######## block 1 ########
**Block 1: where the registers sit**

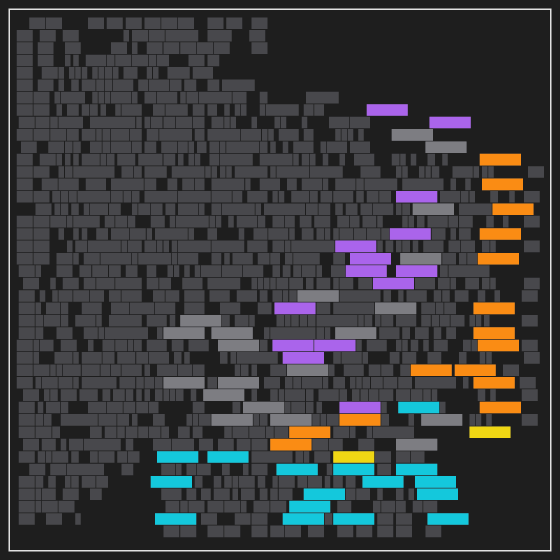

**src/rtl/mac_rr_arbiter_pkg.sv**
```systemverilog
// Shared constants and width helpers for the round-robin multiply-add arbiter.
package mac_arb_pkg;

  localparam int unsigned A_W_DEF = 7;
  localparam int unsigned B_W_DEF = 7;
  localparam int unsigned C_W_DEF = 14;
  localparam int unsigned CNT_W   = 16;

  // One extra bit over the wider of product and addend, so A*B + C never truncates.
  function automatic int unsigned calc_r_w(int unsigned a_w, int unsigned b_w, int unsigned c_w);
    return (((a_w + b_w) > c_w) ? (a_w + b_w) : c_w) + 1;
  endfunction

  function automatic int unsigned calc_id_w(int unsigned nreq);
    return (nreq > 1) ? $clog2(nreq) : 1;
  endfunction

endpackage

```
**src/rtl/mac_rr_arbiter_if.sv**
```systemverilog
// Requester and response bundle for mac_rr_arbiter; slave side faces the arbiter.
interface mac_rr_arbiter_if
  import mac_arb_pkg::*;
#(
  parameter int unsigned NREQ = 4,
  parameter int unsigned A_W  = A_W_DEF,
  parameter int unsigned B_W  = B_W_DEF,
  parameter int unsigned C_W  = C_W_DEF
);
  localparam int unsigned R_W  = calc_r_w(A_W, B_W, C_W);
  localparam int unsigned ID_W = calc_id_w(NREQ);

  logic [NREQ-1:0]     req_valid;
  logic [NREQ-1:0]     req_ready;
  logic [NREQ*A_W-1:0] req_a;
  logic [NREQ*B_W-1:0] req_b;
  logic [NREQ*C_W-1:0] req_c;
  logic                rsp_valid;
  logic                rsp_ready;
  logic [ID_W-1:0]     rsp_id;
  logic [R_W-1:0]      rsp_data;
  logic [CNT_W-1:0]    op_count;

  modport master (
    output req_valid, req_a, req_b, req_c, rsp_ready,
    input  req_ready, rsp_valid, rsp_id, rsp_data, op_count
  );

  modport slave (
    input  req_valid, req_a, req_b, req_c, rsp_ready,
    output req_ready, rsp_valid, rsp_id, rsp_data, op_count
  );

endinterface

```
**src/rtl/mac_rr_arbiter_pipe.sv**
```systemverilog
// Two-stage multiply-add (A*B + C) with a valid bit and ID tag; both stages shift on i_en.
module mac_pipe #(
  parameter int unsigned A_W  = 7,
  parameter int unsigned B_W  = 7,
  parameter int unsigned C_W  = 14,
  parameter int unsigned ID_W = 2,
  parameter int unsigned R_W  = 15
) (
  input  logic            clk_n,
  input  logic            reset,
  input  logic            i_en,
  input  logic            i_valid,
  input  logic [ID_W-1:0] i_id,
  input  logic [A_W-1:0]  i_a,
  input  logic [B_W-1:0]  i_b,
  input  logic [C_W-1:0]  i_c,
  output logic            o_valid,
  output logic [ID_W-1:0] o_id,
  output logic [R_W-1:0]  o_data
);
  localparam int unsigned P_W = A_W + B_W;

  logic            r_v1;
  logic [ID_W-1:0] r_id1;
  logic [P_W-1:0]  r_prod1;
  logic [C_W-1:0]  r_c1;
  logic            r_v2;
  logic [ID_W-1:0] r_id2;
  logic [R_W-1:0]  r_data2;

  always_ff @(posedge clk_n or posedge reset) begin
    if (reset) begin
      r_v1    <= 1'b0;
      r_id1   <= '0;
      r_prod1 <= '0;
      r_c1    <= '0;
      r_v2    <= 1'b0;
      r_id2   <= '0;
      r_data2 <= '0;
    end else if (i_en) begin
      r_v1    <= i_valid;
      r_id1   <= i_id;
      r_prod1 <= P_W'(i_a) * P_W'(i_b);
      r_c1    <= i_c;
      r_v2    <= r_v1;
      r_id2   <= r_id1;
      r_data2 <= R_W'(r_prod1) + R_W'(r_c1);
    end
  end

  assign o_valid = r_v2;
  assign o_id    = r_id2;
  assign o_data  = r_data2;

endmodule

```
**src/rtl/mac_rr_arbiter.sv**
```systemverilog
// Round-robin front end sharing one multiply-add pipeline among NREQ requesters.
module mac_rr_arbiter
  import mac_arb_pkg::*;
#(
  parameter int unsigned NREQ = 4,
  parameter int unsigned A_W  = A_W_DEF,
  parameter int unsigned B_W  = B_W_DEF,
  parameter int unsigned C_W  = C_W_DEF
) (
  input logic              clk_n,
  input logic              reset,
  mac_rr_arbiter_if.slave  bus
);
  localparam int unsigned R_W  = calc_r_w(A_W, B_W, C_W);
  localparam int unsigned ID_W = calc_id_w(NREQ);

  logic [ID_W-1:0]  r_ptr;
  logic [CNT_W-1:0] r_op_count;

  logic             w_adv;
  logic             w_any;
  logic             w_accept;
  logic [NREQ-1:0]  w_grant;
  logic [ID_W-1:0]  w_gnt_id;
  logic [ID_W-1:0]  w_idx;
  logic [A_W-1:0]   w_a;
  logic [B_W-1:0]   w_b;
  logic [C_W-1:0]   w_c;
  logic             w_rsp_valid;
  logic [ID_W-1:0]  w_rsp_id;
  logic [R_W-1:0]   w_rsp_data;

  assign w_adv = !w_rsp_valid || bus.rsp_ready;

  // First valid requester at or after r_ptr, wrapping modulo NREQ.
  always_comb begin
    w_grant  = '0;
    w_any    = 1'b0;
    w_gnt_id = '0;
    w_idx    = '0;
    for (int unsigned k = 0; k < NREQ; k++) begin
      w_idx = ID_W'((32'(r_ptr) + k) % NREQ);
      if (!w_any && bus.req_valid[w_idx]) begin
        w_any          = 1'b1;
        w_grant[w_idx] = 1'b1;
        w_gnt_id       = w_idx;
      end
    end
  end

  always_comb begin
    w_a = '0;
    w_b = '0;
    w_c = '0;
    for (int i = 0; i < int'(NREQ); i++) begin
      if (w_grant[i]) begin
        w_a = bus.req_a[i*A_W +: A_W];
        w_b = bus.req_b[i*B_W +: B_W];
        w_c = bus.req_c[i*C_W +: C_W];
      end
    end
  end

  assign w_accept      = w_any && w_adv && !reset;
  assign bus.req_ready = (w_adv && !reset) ? w_grant : '0;

  always_ff @(posedge clk_n or posedge reset) begin
    if (reset) begin
      r_ptr      <= '0;
      r_op_count <= '0;
    end else begin
      if (w_accept) begin
        r_ptr <= (w_gnt_id == ID_W'(NREQ - 1)) ? '0 : w_gnt_id + ID_W'(1);
      end
      if (w_rsp_valid && bus.rsp_ready) begin
        r_op_count <= r_op_count + CNT_W'(1);
      end
    end
  end

  mac_pipe #(
    .A_W  (A_W),
    .B_W  (B_W),
    .C_W  (C_W),
    .ID_W (ID_W),
    .R_W  (R_W)
  ) u_pipe (
    .clk_n   (clk_n),
    .reset   (reset),
    .i_en    (w_adv),
    .i_valid (w_accept),
    .i_id    (w_gnt_id),
    .i_a     (w_a),
    .i_b     (w_b),
    .i_c     (w_c),
    .o_valid (w_rsp_valid),
    .o_id    (w_rsp_id),
    .o_data  (w_rsp_data)
  );

  assign bus.rsp_valid = w_rsp_valid;
  assign bus.rsp_id    = w_rsp_id;
  assign bus.rsp_data  = w_rsp_data;
  assign bus.op_count  = r_op_count;

endmodule

```
**src/flat_wrapper.sv**
```systemverilog
// flat-port wrapper written by rule: the top's interface ports become plain ports
module mac_rr_arbiter_flat import mac_arb_pkg::*;
#(
  parameter int unsigned NREQ = 4,
  parameter int unsigned A_W  = A_W_DEF,
  parameter int unsigned B_W  = B_W_DEF,
  parameter int unsigned C_W  = C_W_DEF
)
  (clk_n, reset, bus_req_valid, bus_req_a, bus_req_b, bus_req_c, bus_rsp_ready, bus_req_ready, bus_rsp_valid, bus_rsp_id, bus_rsp_data, bus_op_count);
  mac_rr_arbiter_if #(.NREQ(NREQ), .A_W(A_W), .B_W(B_W), .C_W(C_W)) bus_i ();
  input logic clk_n;
  input logic reset;
  input wire logic [$bits(bus_i.req_valid)-1:0] bus_req_valid;
  input wire logic [$bits(bus_i.req_a)-1:0] bus_req_a;
  input wire logic [$bits(bus_i.req_b)-1:0] bus_req_b;
  input wire logic [$bits(bus_i.req_c)-1:0] bus_req_c;
  input wire logic [$bits(bus_i.rsp_ready)-1:0] bus_rsp_ready;
  output wire logic [$bits(bus_i.req_ready)-1:0] bus_req_ready;
  output wire logic [$bits(bus_i.rsp_valid)-1:0] bus_rsp_valid;
  output wire logic [$bits(bus_i.rsp_id)-1:0] bus_rsp_id;
  output wire logic [$bits(bus_i.rsp_data)-1:0] bus_rsp_data;
  output wire logic [$bits(bus_i.op_count)-1:0] bus_op_count;
  assign bus_i.req_valid = bus_req_valid;
  assign bus_i.req_a = bus_req_a;
  assign bus_i.req_b = bus_req_b;
  assign bus_i.req_c = bus_req_c;
  assign bus_i.rsp_ready = bus_rsp_ready;
  assign bus_req_ready = bus_i.req_ready;
  assign bus_rsp_valid = bus_i.rsp_valid;
  assign bus_rsp_id = bus_i.rsp_id;
  assign bus_rsp_data = bus_i.rsp_data;
  assign bus_op_count = bus_i.op_count;
  mac_rr_arbiter #(.NREQ(NREQ), .A_W(A_W), .B_W(B_W), .C_W(C_W)) u_core (.clk_n(clk_n), .reset(reset), .bus(bus_i));
endmodule
```
**config.mk**
```make
export PLATFORM = sky130hd
export DESIGN_NAME = mac_rr_arbiter_flat
export DESIGN_NICKNAME = d
export VERILOG_FILES = /design/src/rtl/mac_rr_arbiter_pkg.sv /design/src/rtl/mac_rr_arbiter_if.sv /design/src/rtl/mac_rr_arbiter_pipe.sv /design/src/rtl/mac_rr_arbiter.sv /design/src/flat_wrapper.sv
export SDC_FILE = /design/constraint.sdc
export NUM_CORES = 1
export LEC_CHECK = 0
export CAP_MARGIN = 5
export CORE_UTILIZATION = 45
export CTS_CLUSTER_SIZE = 25
export DETAILED_ROUTE_END_ITERATION = 10
export PLACE_DENSITY = 0.83
export SYNTH_ARGS = -nofsm -noshare
export SYNTH_HDL_FRONTEND = slang
export SYNTH_SLANG_ARGS = --single-unit
```
**constraint.sdc**
```tcl
create_clock -name clk_n -period 7.5 [get_ports clk_n]
set_clock_uncertainty 0.15 [all_clocks]
set_input_delay 1.5 -clock clk_n [delete_from_list [all_inputs] [get_ports clk_n]]
set_output_delay 1.5 -clock clk_n [all_outputs]
set_load 0.01 [all_outputs]
```
######## block 2 ########
[config.mk]
export PLATFORM = sky130hd
export DESIGN_NAME = fpu_multicycle_flat
export DESIGN_NICKNAME = d
export VERILOG_FILES = /design/src/rtl/fpu_pkg.sv /design/src/rtl/fpu_multicycle_if.sv /design/src/rtl/fpu_round_pack.sv /design/src/rtl/fpu_multicycle.sv /design/src/flat_wrapper.sv
export SDC_FILE = /design/constraint.sdc
export NUM_CORES = 2
export LEC_CHECK = 0
export ABC_AREA = 1
export CORE_UTILIZATION = 29
export DETAILED_ROUTE_END_ITERATION = 10
export PLACE_DENSITY_LB_ADDON = 0.15
export SETUP_SLACK_MARGIN = 0.3
export SLEW_MARGIN = 20
export SYNTH_ARGS = -nofsm -noshare
export SYNTH_HDL_FRONTEND = slang
export SYNTH_HIERARCHICAL = 1
export SYNTH_SLANG_ARGS = --single-unit
[constraint.sdc]
create_clock -name clk -period 15.5 [get_ports clk]
set_clock_uncertainty 0.05 [all_clocks]
set_input_delay 3.875 -clock clk [delete_from_list [all_inputs] [get_ports clk]]
set_output_delay 3.875 -clock clk [all_outputs]
set_load 0.02 [all_outputs]
[src/rtl/fpu_pkg.sv]
// rtl/fpu_pkg.sv - shared opcodes, flag indices, FSM states and format helpers for fpu_multicycle
package fpu_pkg;

  localparam logic [1:0] OP_ADD = 2'b00;
  localparam logic [1:0] OP_SUB = 2'b01;
  localparam logic [1:0] OP_DIV = 2'b10;
  localparam logic [1:0] OP_MUL = 2'b11;

  localparam int FLG_INV = 3;
  localparam int FLG_DZ  = 2;
  localparam int FLG_OVF = 1;
  localparam int FLG_UNF = 0;

  typedef enum logic [2:0] {
    S_IDLE,
    S_EXEC,
    S_DIV_ITER,
    S_DIV_NORM,
    S_DONE
  } fpu_state_t;

  function automatic int fpu_bias(input int exp_w);
    return (1 << (exp_w - 1)) - 1;
  endfunction

  // Encodings are returned in a wide word; callers slice to their own width.
  function automatic logic [63:0] fpu_inf(input int exp_w, input int man_w);
    return ((64'(1) << exp_w) - 64'(1)) << man_w;
  endfunction

  function automatic logic [63:0] fpu_qnan(input int exp_w, input int man_w);
    return fpu_inf(exp_w, man_w) | (64'(1) << (man_w - 1));
  endfunction

endpackage

[src/rtl/fpu_multicycle_if.sv]
// rtl/fpu_multicycle_if.sv - operand/result handshake bundle for fpu_multicycle
interface fpu_multicycle_if #(
  parameter int EXP_W = 8,
  parameter int MAN_W = 23
);
  localparam int W = 1 + EXP_W + MAN_W;

  logic         in_valid;
  logic         in_ready;
  logic [W-1:0] a;
  logic [W-1:0] b;
  logic [1:0]   opcode;
  logic         out_valid;
  logic         out_ready;
  logic [W-1:0] result;
  logic [3:0]   flags;

  modport master (
    output in_valid, a, b, opcode, out_ready,
    input  in_ready, out_valid, result, flags
  );

  modport slave (
    input  in_valid, a, b, opcode, out_ready,
    output in_ready, out_valid, result, flags
  );
endinterface

[src/rtl/fpu_round_pack.sv]
// rtl/fpu_round_pack.sv - normalise, round-to-nearest-even, range check and pack one result
module fpu_round_pack
  import fpu_pkg::*;
#(
  parameter int EXP_W = 8,
  parameter int MAN_W = 23
) (
  input  logic                     sign,
  input  logic signed [EXP_W+2:0]  exp_in,
  input  logic [MAN_W+4:0]         mag,
  output logic [EXP_W+MAN_W:0]     res,
  output logic [3:0]               flg
);
  localparam int MW = MAN_W + 5;
  localparam int XW = EXP_W + 3;
  localparam logic signed [XW-1:0] ONE_S  = XW'(1);
  localparam logic signed [XW-1:0] ZERO_S = '0;
  localparam logic signed [XW-1:0] EMAX_S = XW'((1 << EXP_W) - 1);

  logic [MW-2:0]          m1, m2;
  logic signed [XW-1:0]   e1, e2, e3;
  logic [MAN_W:0]         sum;
  logic                   up;
  int                     lz;

  always_comb begin
    res = '0;
    flg = '0;
    m1  = mag[MW-2:0];
    e1  = exp_in;
    // mag is {carry, hidden, fraction, guard, round, sticky}
    if (mag[MW-1]) begin
      m1 = mag[MW-1:1] | (MW-1)'(mag[0]);
      e1 = exp_in + ONE_S;
    end
    lz = 0;
    for (int i = 0; i < MW - 1; i++) begin
      if (m1[i]) lz = MW - 2 - i;
    end
    m2  = m1 << lz;
    e2  = e1 - XW'(lz);
    up  = m2[2] & (m2[1] | m2[0] | m2[3]);
    sum = {1'b0, m2[MAN_W+2:3]} + (MAN_W+1)'(up);
    e3  = e2 + $signed({{(XW-1){1'b0}}, sum[MAN_W]});
    if (!m2[MW-2]) begin
      res = {sign, {(EXP_W+MAN_W){1'b0}}};
    end else if (e3 >= EMAX_S) begin
      res = {sign, {EXP_W{1'b1}}, {MAN_W{1'b0}}};
      flg[FLG_OVF] = 1'b1;
    end else if (e3 <= ZERO_S) begin
      res = {sign, {(EXP_W+MAN_W){1'b0}}};
      flg[FLG_UNF] = 1'b1;
    end else begin
      res = {sign, e3[EXP_W-1:0], sum[MAN_W-1:0]};
    end
  end
endmodule

[src/rtl/fpu_multicycle.sv]
// rtl/fpu_multicycle.sv - handshaked ADD/SUB/MUL/DIV unit with an iterative restoring divider
module fpu_multicycle
  import fpu_pkg::*;
#(
  parameter int EXP_W = 8,
  parameter int MAN_W = 23
) (
  input logic              clk,
  input logic              rst,
  fpu_multicycle_if.slave  bus
);
  localparam int W   = 1 + EXP_W + MAN_W;
  localparam int M   = MAN_W + 1;
  localparam int MW  = MAN_W + 5;
  localparam int XW  = EXP_W + 3;
  localparam int NIT = MAN_W + 3;
  localparam int CW  = $clog2(NIT);
  localparam logic [EXP_W-1:0]    EMAX    = '1;
  localparam logic [W-1:0]        QNAN    = W'(fpu_qnan(EXP_W, MAN_W));
  localparam logic [W-2:0]        INF_MAG = (W-1)'(fpu_inf(EXP_W, MAN_W));
  localparam logic signed [XW-1:0] BIAS_S = XW'(fpu_bias(EXP_W));

  fpu_state_t      state;
  logic [W-1:0]    a_r, b_r, result_r;
  logic [1:0]      op_r;
  logic [3:0]      flags_r;
  logic            in_ready_r, out_valid_r;
  logic [M:0]      rem, rem_sub;
  logic            rem_ge;
  logic [NIT-1:0]  quo;
  logic [CW-1:0]   cnt;

  logic            sa, sb, sbe, sx, sy, a_ge;
  logic [EXP_W-1:0] ea, eb, ex, ey;
  logic [MAN_W-1:0] fa, fb;
  logic            a_zero, b_zero, a_inf, b_inf, a_nan, b_nan, in_div_normal;
  logic [M-1:0]    ma, mb, mx, my;
  logic [2*M-1:0]  prod;
  logic [31:0]     d;
  logic [MW-1:0]   xs, ys, ys_sh, mag_add;
  logic            spec;
  logic [W-1:0]    spec_res, rp_res;
  logic [3:0]      spec_flg, rp_flg;
  logic            rp_sign;
  logic signed [XW-1:0] rp_exp;
  logic [MW-1:0]   rp_mag;

  assign {sa, ea, fa} = a_r;
  assign {sb, eb, fb} = b_r;
  assign a_zero = (ea == '0);
  assign b_zero = (eb == '0);
  assign a_inf  = (ea == EMAX) && (fa == '0);
  assign b_inf  = (eb == EMAX) && (fb == '0);
  assign a_nan  = (ea == EMAX) && (fa != '0);
  assign b_nan  = (eb == EMAX) && (fb != '0);
  assign ma     = {1'b1, fa};
  assign mb     = {1'b1, fb};
  assign prod   = (2*M)'(ma) * (2*M)'(mb);
  assign rem_ge  = (rem >= {1'b0, mb});
  assign rem_sub = rem - {1'b0, mb};

  // Normal divides skip EXEC and start iterating straight from the accept edge.
  assign in_div_normal = (bus.a[W-2:MAN_W] != '0) && (bus.a[W-2:MAN_W] != EMAX) &&
                         (bus.b[W-2:MAN_W] != '0) && (bus.b[W-2:MAN_W] != EMAX);

  always_comb begin
    sbe   = sb ^ (op_r == OP_SUB);
    a_ge  = {ea, fa} >= {eb, fb};
    ex    = a_ge ? ea : eb;
    ey    = a_ge ? eb : ea;
    mx    = a_ge ? ma : mb;
    my    = a_ge ? mb : ma;
    sx    = a_ge ? sa : sbe;
    sy    = a_ge ? sbe : sa;
    d     = 32'(ex) - 32'(ey);
    xs    = {1'b0, mx, 3'b000};
    ys    = {1'b0, my, 3'b000};
    if (d >= 32'(NIT)) ys_sh = MW'(1);
    else ys_sh = (ys >> d) | MW'(|(ys & ~({MW{1'b1}} << d)));
    mag_add = (sx == sy) ? xs + ys_sh : xs - ys_sh;

    if (state == S_DIV_NORM) begin
      rp_sign = sa ^ sb;
      rp_exp  = $signed({3'b000, ea}) - $signed({3'b000, eb}) + BIAS_S;
      rp_mag  = {1'b0, quo, |rem};
    end else if (op_r == OP_MUL) begin
      rp_sign = sa ^ sb;
      rp_exp  = $signed({3'b000, ea}) + $signed({3'b000, eb}) - BIAS_S;
      rp_mag  = prod[2*M-1 -: MW] | MW'(|prod[MAN_W-4:0]);
    end else begin
      rp_sign = (mag_add == '0) ? 1'b0 : sx;
      rp_exp  = $signed({3'b000, ex});
      rp_mag  = mag_add;
    end

    spec     = 1'b1;
    spec_res = '0;
    spec_flg = '0;
    if (a_nan || b_nan) begin
      spec_res = QNAN;
      spec_flg[FLG_INV] = 1'b1;
    end else if (!op_r[1]) begin
      if (a_inf && b_inf && (sa != sbe)) begin
        spec_res = QNAN;
        spec_flg[FLG_INV] = 1'b1;
      end else if (a_inf)           spec_res = {sa, INF_MAG};
      else if (b_inf)               spec_res = {sbe, INF_MAG};
      else if (a_zero && b_zero)    spec_res = {sa & sbe, {(W-1){1'b0}}};
      else if (a_zero)              spec_res = {sbe, eb, fb};
      else if (b_zero)              spec_res = a_r;
      else                          spec = 1'b0;
    end else if (op_r == OP_MUL) begin
      if ((a_zero && b_inf) || (a_inf && b_zero)) begin
        spec_res = QNAN;
        spec_flg[FLG_INV] = 1'b1;
      end else if (a_inf || b_inf)  spec_res = {sa ^ sb, INF_MAG};
      else if (a_zero || b_zero)    spec_res = {sa ^ sb, {(W-1){1'b0}}};
      else                          spec = 1'b0;
    end else begin
      if ((a_zero && b_zero) || (a_inf && b_inf)) begin
        spec_res = QNAN;
        spec_flg[FLG_INV] = 1'b1;
      end else if (a_inf)           spec_res = {sa ^ sb, INF_MAG};
      else if (b_zero) begin
        spec_res = {sa ^ sb, INF_MAG};
        spec_flg[FLG_DZ] = 1'b1;
      end else if (b_inf || a_zero) spec_res = {sa ^ sb, {(W-1){1'b0}}};
      else                          spec = 1'b0;
    end
  end

  fpu_round_pack #(.EXP_W(EXP_W), .MAN_W(MAN_W)) u_round_pack (
    .sign   (rp_sign),
    .exp_in (rp_exp),
    .mag    (rp_mag),
    .res    (rp_res),
    .flg    (rp_flg)
  );

  always_ff @(posedge clk) begin
    if (rst) begin
      state       <= S_IDLE;
      in_ready_r  <= 1'b1;
      out_valid_r <= 1'b0;
      result_r    <= '0;
      flags_r     <= '0;
    end else begin
      case (state)
        S_IDLE: if (bus.in_valid) begin
          a_r        <= bus.a;
          b_r        <= bus.b;
          op_r       <= bus.opcode;
          rem        <= {2'b01, bus.a[MAN_W-1:0]};
          quo        <= '0;
          cnt        <= '0;
          in_ready_r <= 1'b0;
          state      <= (bus.opcode == OP_DIV && in_div_normal) ? S_DIV_ITER : S_EXEC;
        end
        S_EXEC: begin
          result_r    <= spec ? spec_res : rp_res;
          flags_r     <= spec ? spec_flg : rp_flg;
          out_valid_r <= 1'b1;
          state       <= S_DONE;
        end
        S_DIV_ITER: begin
          rem <= rem_ge ? (rem_sub << 1) : (rem << 1);
          quo <= {quo[NIT-2:0], rem_ge};
          cnt <= cnt + 1'b1;
          if (cnt == CW'(NIT - 1)) state <= S_DIV_NORM;
        end
        S_DIV_NORM: begin
          result_r    <= rp_res;
          flags_r     <= rp_flg;
          out_valid_r <= 1'b1;
          state       <= S_DONE;
        end
        S_DONE: if (bus.out_ready) begin
          out_valid_r <= 1'b0;
          in_ready_r  <= 1'b1;
          state       <= S_IDLE;
        end
        default: state <= S_IDLE;
      endcase
    end
  end

  assign bus.in_ready  = in_ready_r;
  assign bus.out_valid = out_valid_r;
  assign bus.result    = result_r;
  assign bus.flags     = flags_r;
endmodule

[src/flat_wrapper.sv]
// flat-port wrapper written by rule: the top's interface ports become plain ports
module fpu_multicycle_flat import fpu_pkg::*;
#(
  parameter int EXP_W = 8,
  parameter int MAN_W = 23
)
  (clk, rst, bus_in_valid, bus_a, bus_b, bus_opcode, bus_out_ready, bus_in_ready, bus_out_valid, bus_result, bus_flags);
  fpu_multicycle_if #(.EXP_W(EXP_W), .MAN_W(MAN_W)) bus_i ();
  input logic clk;
  input logic rst;
  input wire logic [$bits(bus_i.in_valid)-1:0] bus_in_valid;
  input wire logic [$bits(bus_i.a)-1:0] bus_a;
  input wire logic [$bits(bus_i.b)-1:0] bus_b;
  input wire logic [$bits(bus_i.opcode)-1:0] bus_opcode;
  input wire logic [$bits(bus_i.out_ready)-1:0] bus_out_ready;
  output wire logic [$bits(bus_i.in_ready)-1:0] bus_in_ready;
  output wire logic [$bits(bus_i.out_valid)-1:0] bus_out_valid;
  output wire logic [$bits(bus_i.result)-1:0] bus_result;
  output wire logic [$bits(bus_i.flags)-1:0] bus_flags;
  assign bus_i.in_valid = bus_in_valid;
  assign bus_i.a = bus_a;
  assign bus_i.b = bus_b;
  assign bus_i.opcode = bus_opcode;
  assign bus_i.out_ready = bus_out_ready;
  assign bus_in_ready = bus_i.in_ready;
  assign bus_out_valid = bus_i.out_valid;
  assign bus_result = bus_i.result;
  assign bus_flags = bus_i.flags;
  fpu_multicycle #(.EXP_W(EXP_W), .MAN_W(MAN_W)) u_core (.clk(clk), .rst(rst), .bus(bus_i));
endmodule

## Gallery

Clock nets.
picture 1
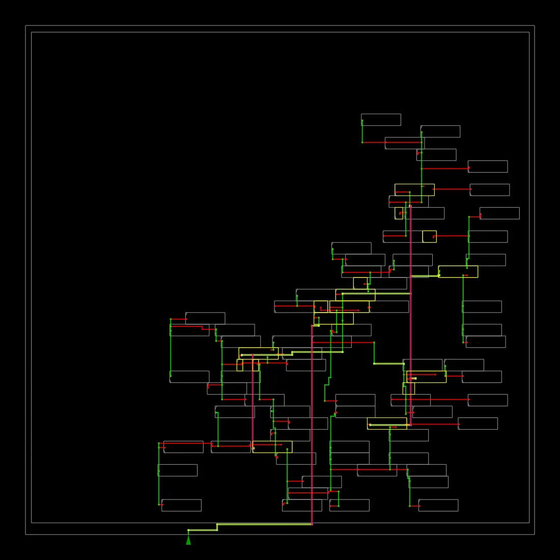
picture 2
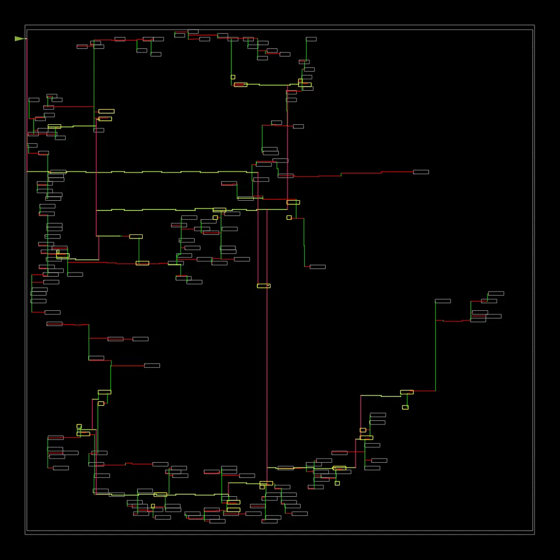
Of these, most sequential cells: picture 2
| from | picture |
|---|---|
| block 2 | picture 2 |
| block 1 | picture 1 |

**Block 1: logic cells by family**

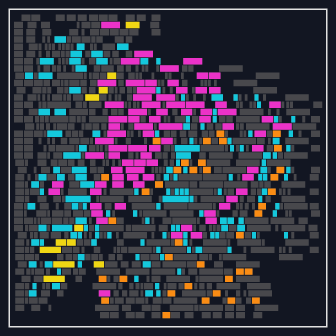
Orange is XOR/XNOR gates, cells 37. Magenta is adder and majority cells, cells 79. Cyan is inverting AOI/OAI gates, cells 134. Yellow is multiplexers, cells 11.
number of cells in the finished layout apart from fillers: 1111
most common logic cell in the routed design: sky130_fd_sc_hd__clkdlybuf4s50_1

Notes on 'where the registers sit' of block 1 above:
Orange is u_core.u_pipe.o_data, placed flops 15. Cyan is u_core.bus.op_count, placed flops 16. Yellow is u_core.u_pipe.o_id, placed flops 2. Purple is u_core.u_pipe.r_prod1, placed flops 14.
Another 20 sequential cells are not coloured.
sequential cell area: 0.001677 sq mm
final core area utilization: 66.96%

==> run summary, block 1 <==
Flow results are below.

- The run finished with clean final reports.
- Yosys reported that registers with async set or reset make up 100.0%.
- The routed design uses around 8.7 mm of met2 wire.
- The top layer used by detailed routing is met4, for reference.
- The post-DP HPWL is 13.31 mm, for reference.
- The critical path starts at bus_req_valid[0].
- The fraction of standard cell area in multi-input logic is roughly half, for reference.
- The max-capacitance violation count is 0, for reference.
- The CTS tree is done, for reference.
- The skew report gives the latency at the later pin of the worst-skew pair as 0.32 ns.
- The area fraction of the dominant cell type after synthesis is a little over a quarter, for reference.
- Per Yosys stat, the portion of area used by sequential elements is between 20% and 30%.
- The fraction of cell area in sequential cells is reported as a little under a fifth.
- The count of clock-net buffers in the final layout is 11, for reference.
- The main flop type after synthesis is sky130_fd_sc_hd__dfrtp_1, for reference.
- For this run, the detailed router reports a per-instance via density of around 5.5.
- The arithmetic-cell share of the synthesized area counting full adders, half adders and majority gates is approximately a fifth, for reference.
- The cell chosen for the clock root is sky130_fd_sc_hd__clkbuf_16, for reference.
- The number of buffers inserted by hold repair at cts is 0, for reference.
- In the routed design, unresolved DRC markers number 0.
- The average wire length per cell after detail routing is 16.24 um, for reference.
- Counting buffers and inverters, the worst setup path is 28 cells deep.
- The final tally of setup violations is 0, for reference.
- The final max-slew violation count recorded for this run is 0.
- The main area contributors are sky130_fd_sc_hd__dfrtp_1 27%, sky130_fd_sc_hd__ha_1 11%, sky130_fd_sc_hd__fa_1 8.2%, sky130_fd_sc_hd__nor2_1 5.8%, sky130_fd_sc_hd__nand2_1 5.3%.
- The floorplan has approximately 42 rows.
- The number of global-route vias before repair is around 6300.
- The portion of netlist area occupied by mux cells is under 10%, for reference.
- The critical path capture point is u_core.u_pipe.r_prod1[13]$_DFFE_PP0N_, for reference.
- The cell type contributing the most total cell area after synthesis is sky130_fd_sc_hd__dfrtp_1, for reference.
- TritonCTS reports the number of clock sinks as about 67.
- Routing resource usage on met1 recorded by global route was between 30% and 40%.
- The die area is roughly 0.014 sq mm, for reference.
- The startpoint of the worst hold path is u_core.u_pipe.r_v1$_DFFE_PP0N_, for reference.
- The netlist uses a little over 60 different library cells.
- Counting flops and latches in the post-synthesis netlist gives ~67.
- The logs give a warning total of 32.
==> block 1: metrics by stage <==
step	worst slack [ns]	area, sq um	hold slack [ns]	TNS (ns)	utilization (%)
final	0.1646	8867	0.3071	0	66.96
after CTS	0.02342	8731	0.3113	0	65.93
after floorplan	0.06070	6110	0.2854	0	-
after global placement	-0.3925	8233	0.2990	-1.063	62.17
after global routing	-0.06169	8867	0.3339	-0.06169	66.96
after detailed placement	-0.6925	8233	0.2988	-2.382	62.17
**Block 2: clock wires, drivers and flops**

The bar under the picture is 100 um long.
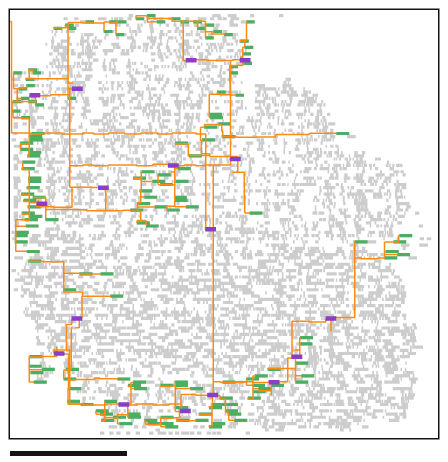
Green is flip-flops, count 163. Purple is clock drivers, count 17. Orange is clock wires, length 3870 um.
There are 18 routed clock nets.
clock latency on the worst-skew pair: 0.56 ns

==> run summary, block 2 <==
Flow results are below.

- The run finished with clean final reports.
- The post-route netlist has about an eighth of its cells at a drive strength greater than 1.
- The script parses the final routing iteration and logs DRC violations as 0.
- The horizontal extent of the die is 365.1 um, for reference.
- The initial utilization of the core area, before any placement, comes to roughly 29%.
- The number of cells traversed by the worst hold path is 2, for reference.
- The synthesis report names the predominant flop master as sky130_fd_sc_hd__edfxtp_1.
- The achievable frequency is just over 0.07 GHz, for reference.
- Routing resource usage on met1 recorded by global route was around a third.
- The distinct cell type count of the synthesized netlist is just under 70, for reference.
- The number of hold violations in the final report is 0, for reference.
- The worst setup path is launched from a flip-flop.
- Routing resource usage on met2 recorded by global route was 38.16%.
- The buffer_ports step reported a buffer count of around 110.
- Headroom to the max-slew limit came out at 25.80%.
- For reference, compound AND-OR and OR-AND cells occupy 10.53% of the area reported after synthesis.
==> block 2: layout make-up <==
cell class | instances | share of cell area, %
repair buffers | 536 | 10.51
clock inverters | 12 | 0.2829
clock buffers | 20 | 1.052
inverters | 1203 | 9.922
well taps | 1742 | 4.784
multi-input cells | 3854 | 63.61
flip-flops and latches | 163 | 9.842
==> block 2: timing repair <==
action	in CTS	in global routing
buffers inserted	1	60
setup endpoints to repair	2	33
gates cloned	0	7
gates resized	0	187
pin swaps	0	67


## Gallery

Cell classes on the final placement.
(a)
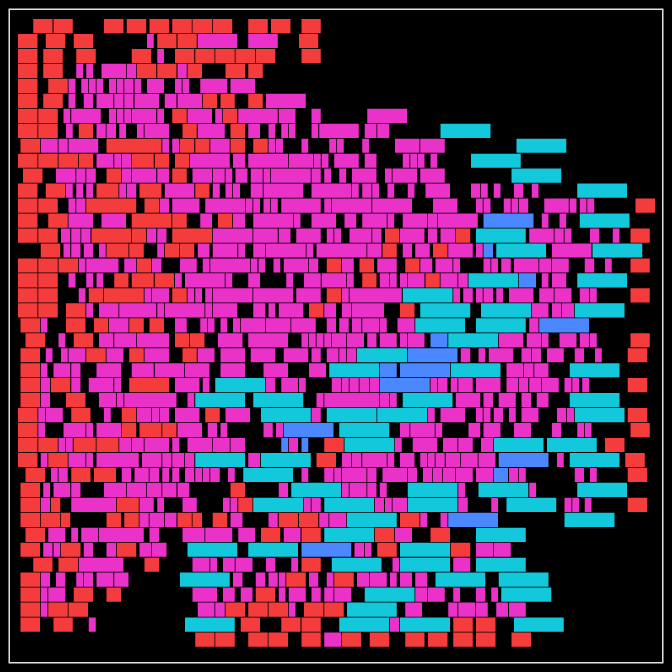
(b)
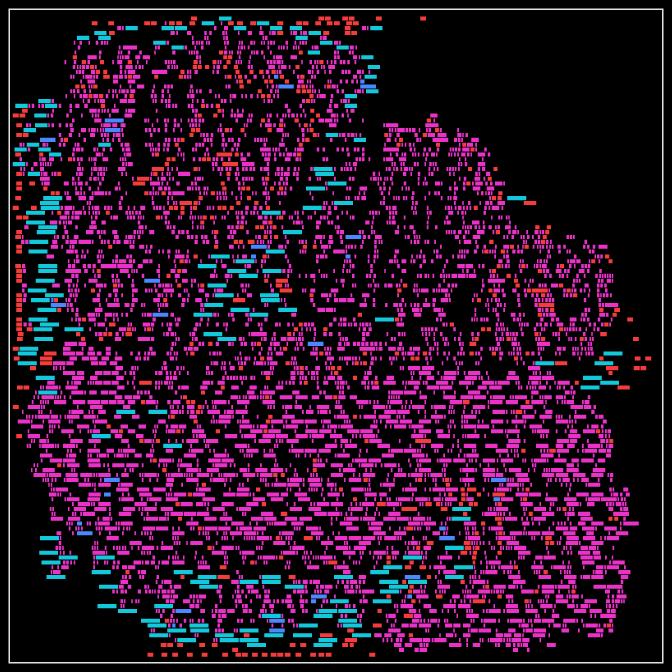
Of these, most cells: (b)
block 1 -> (a)
block 2 -> (b)

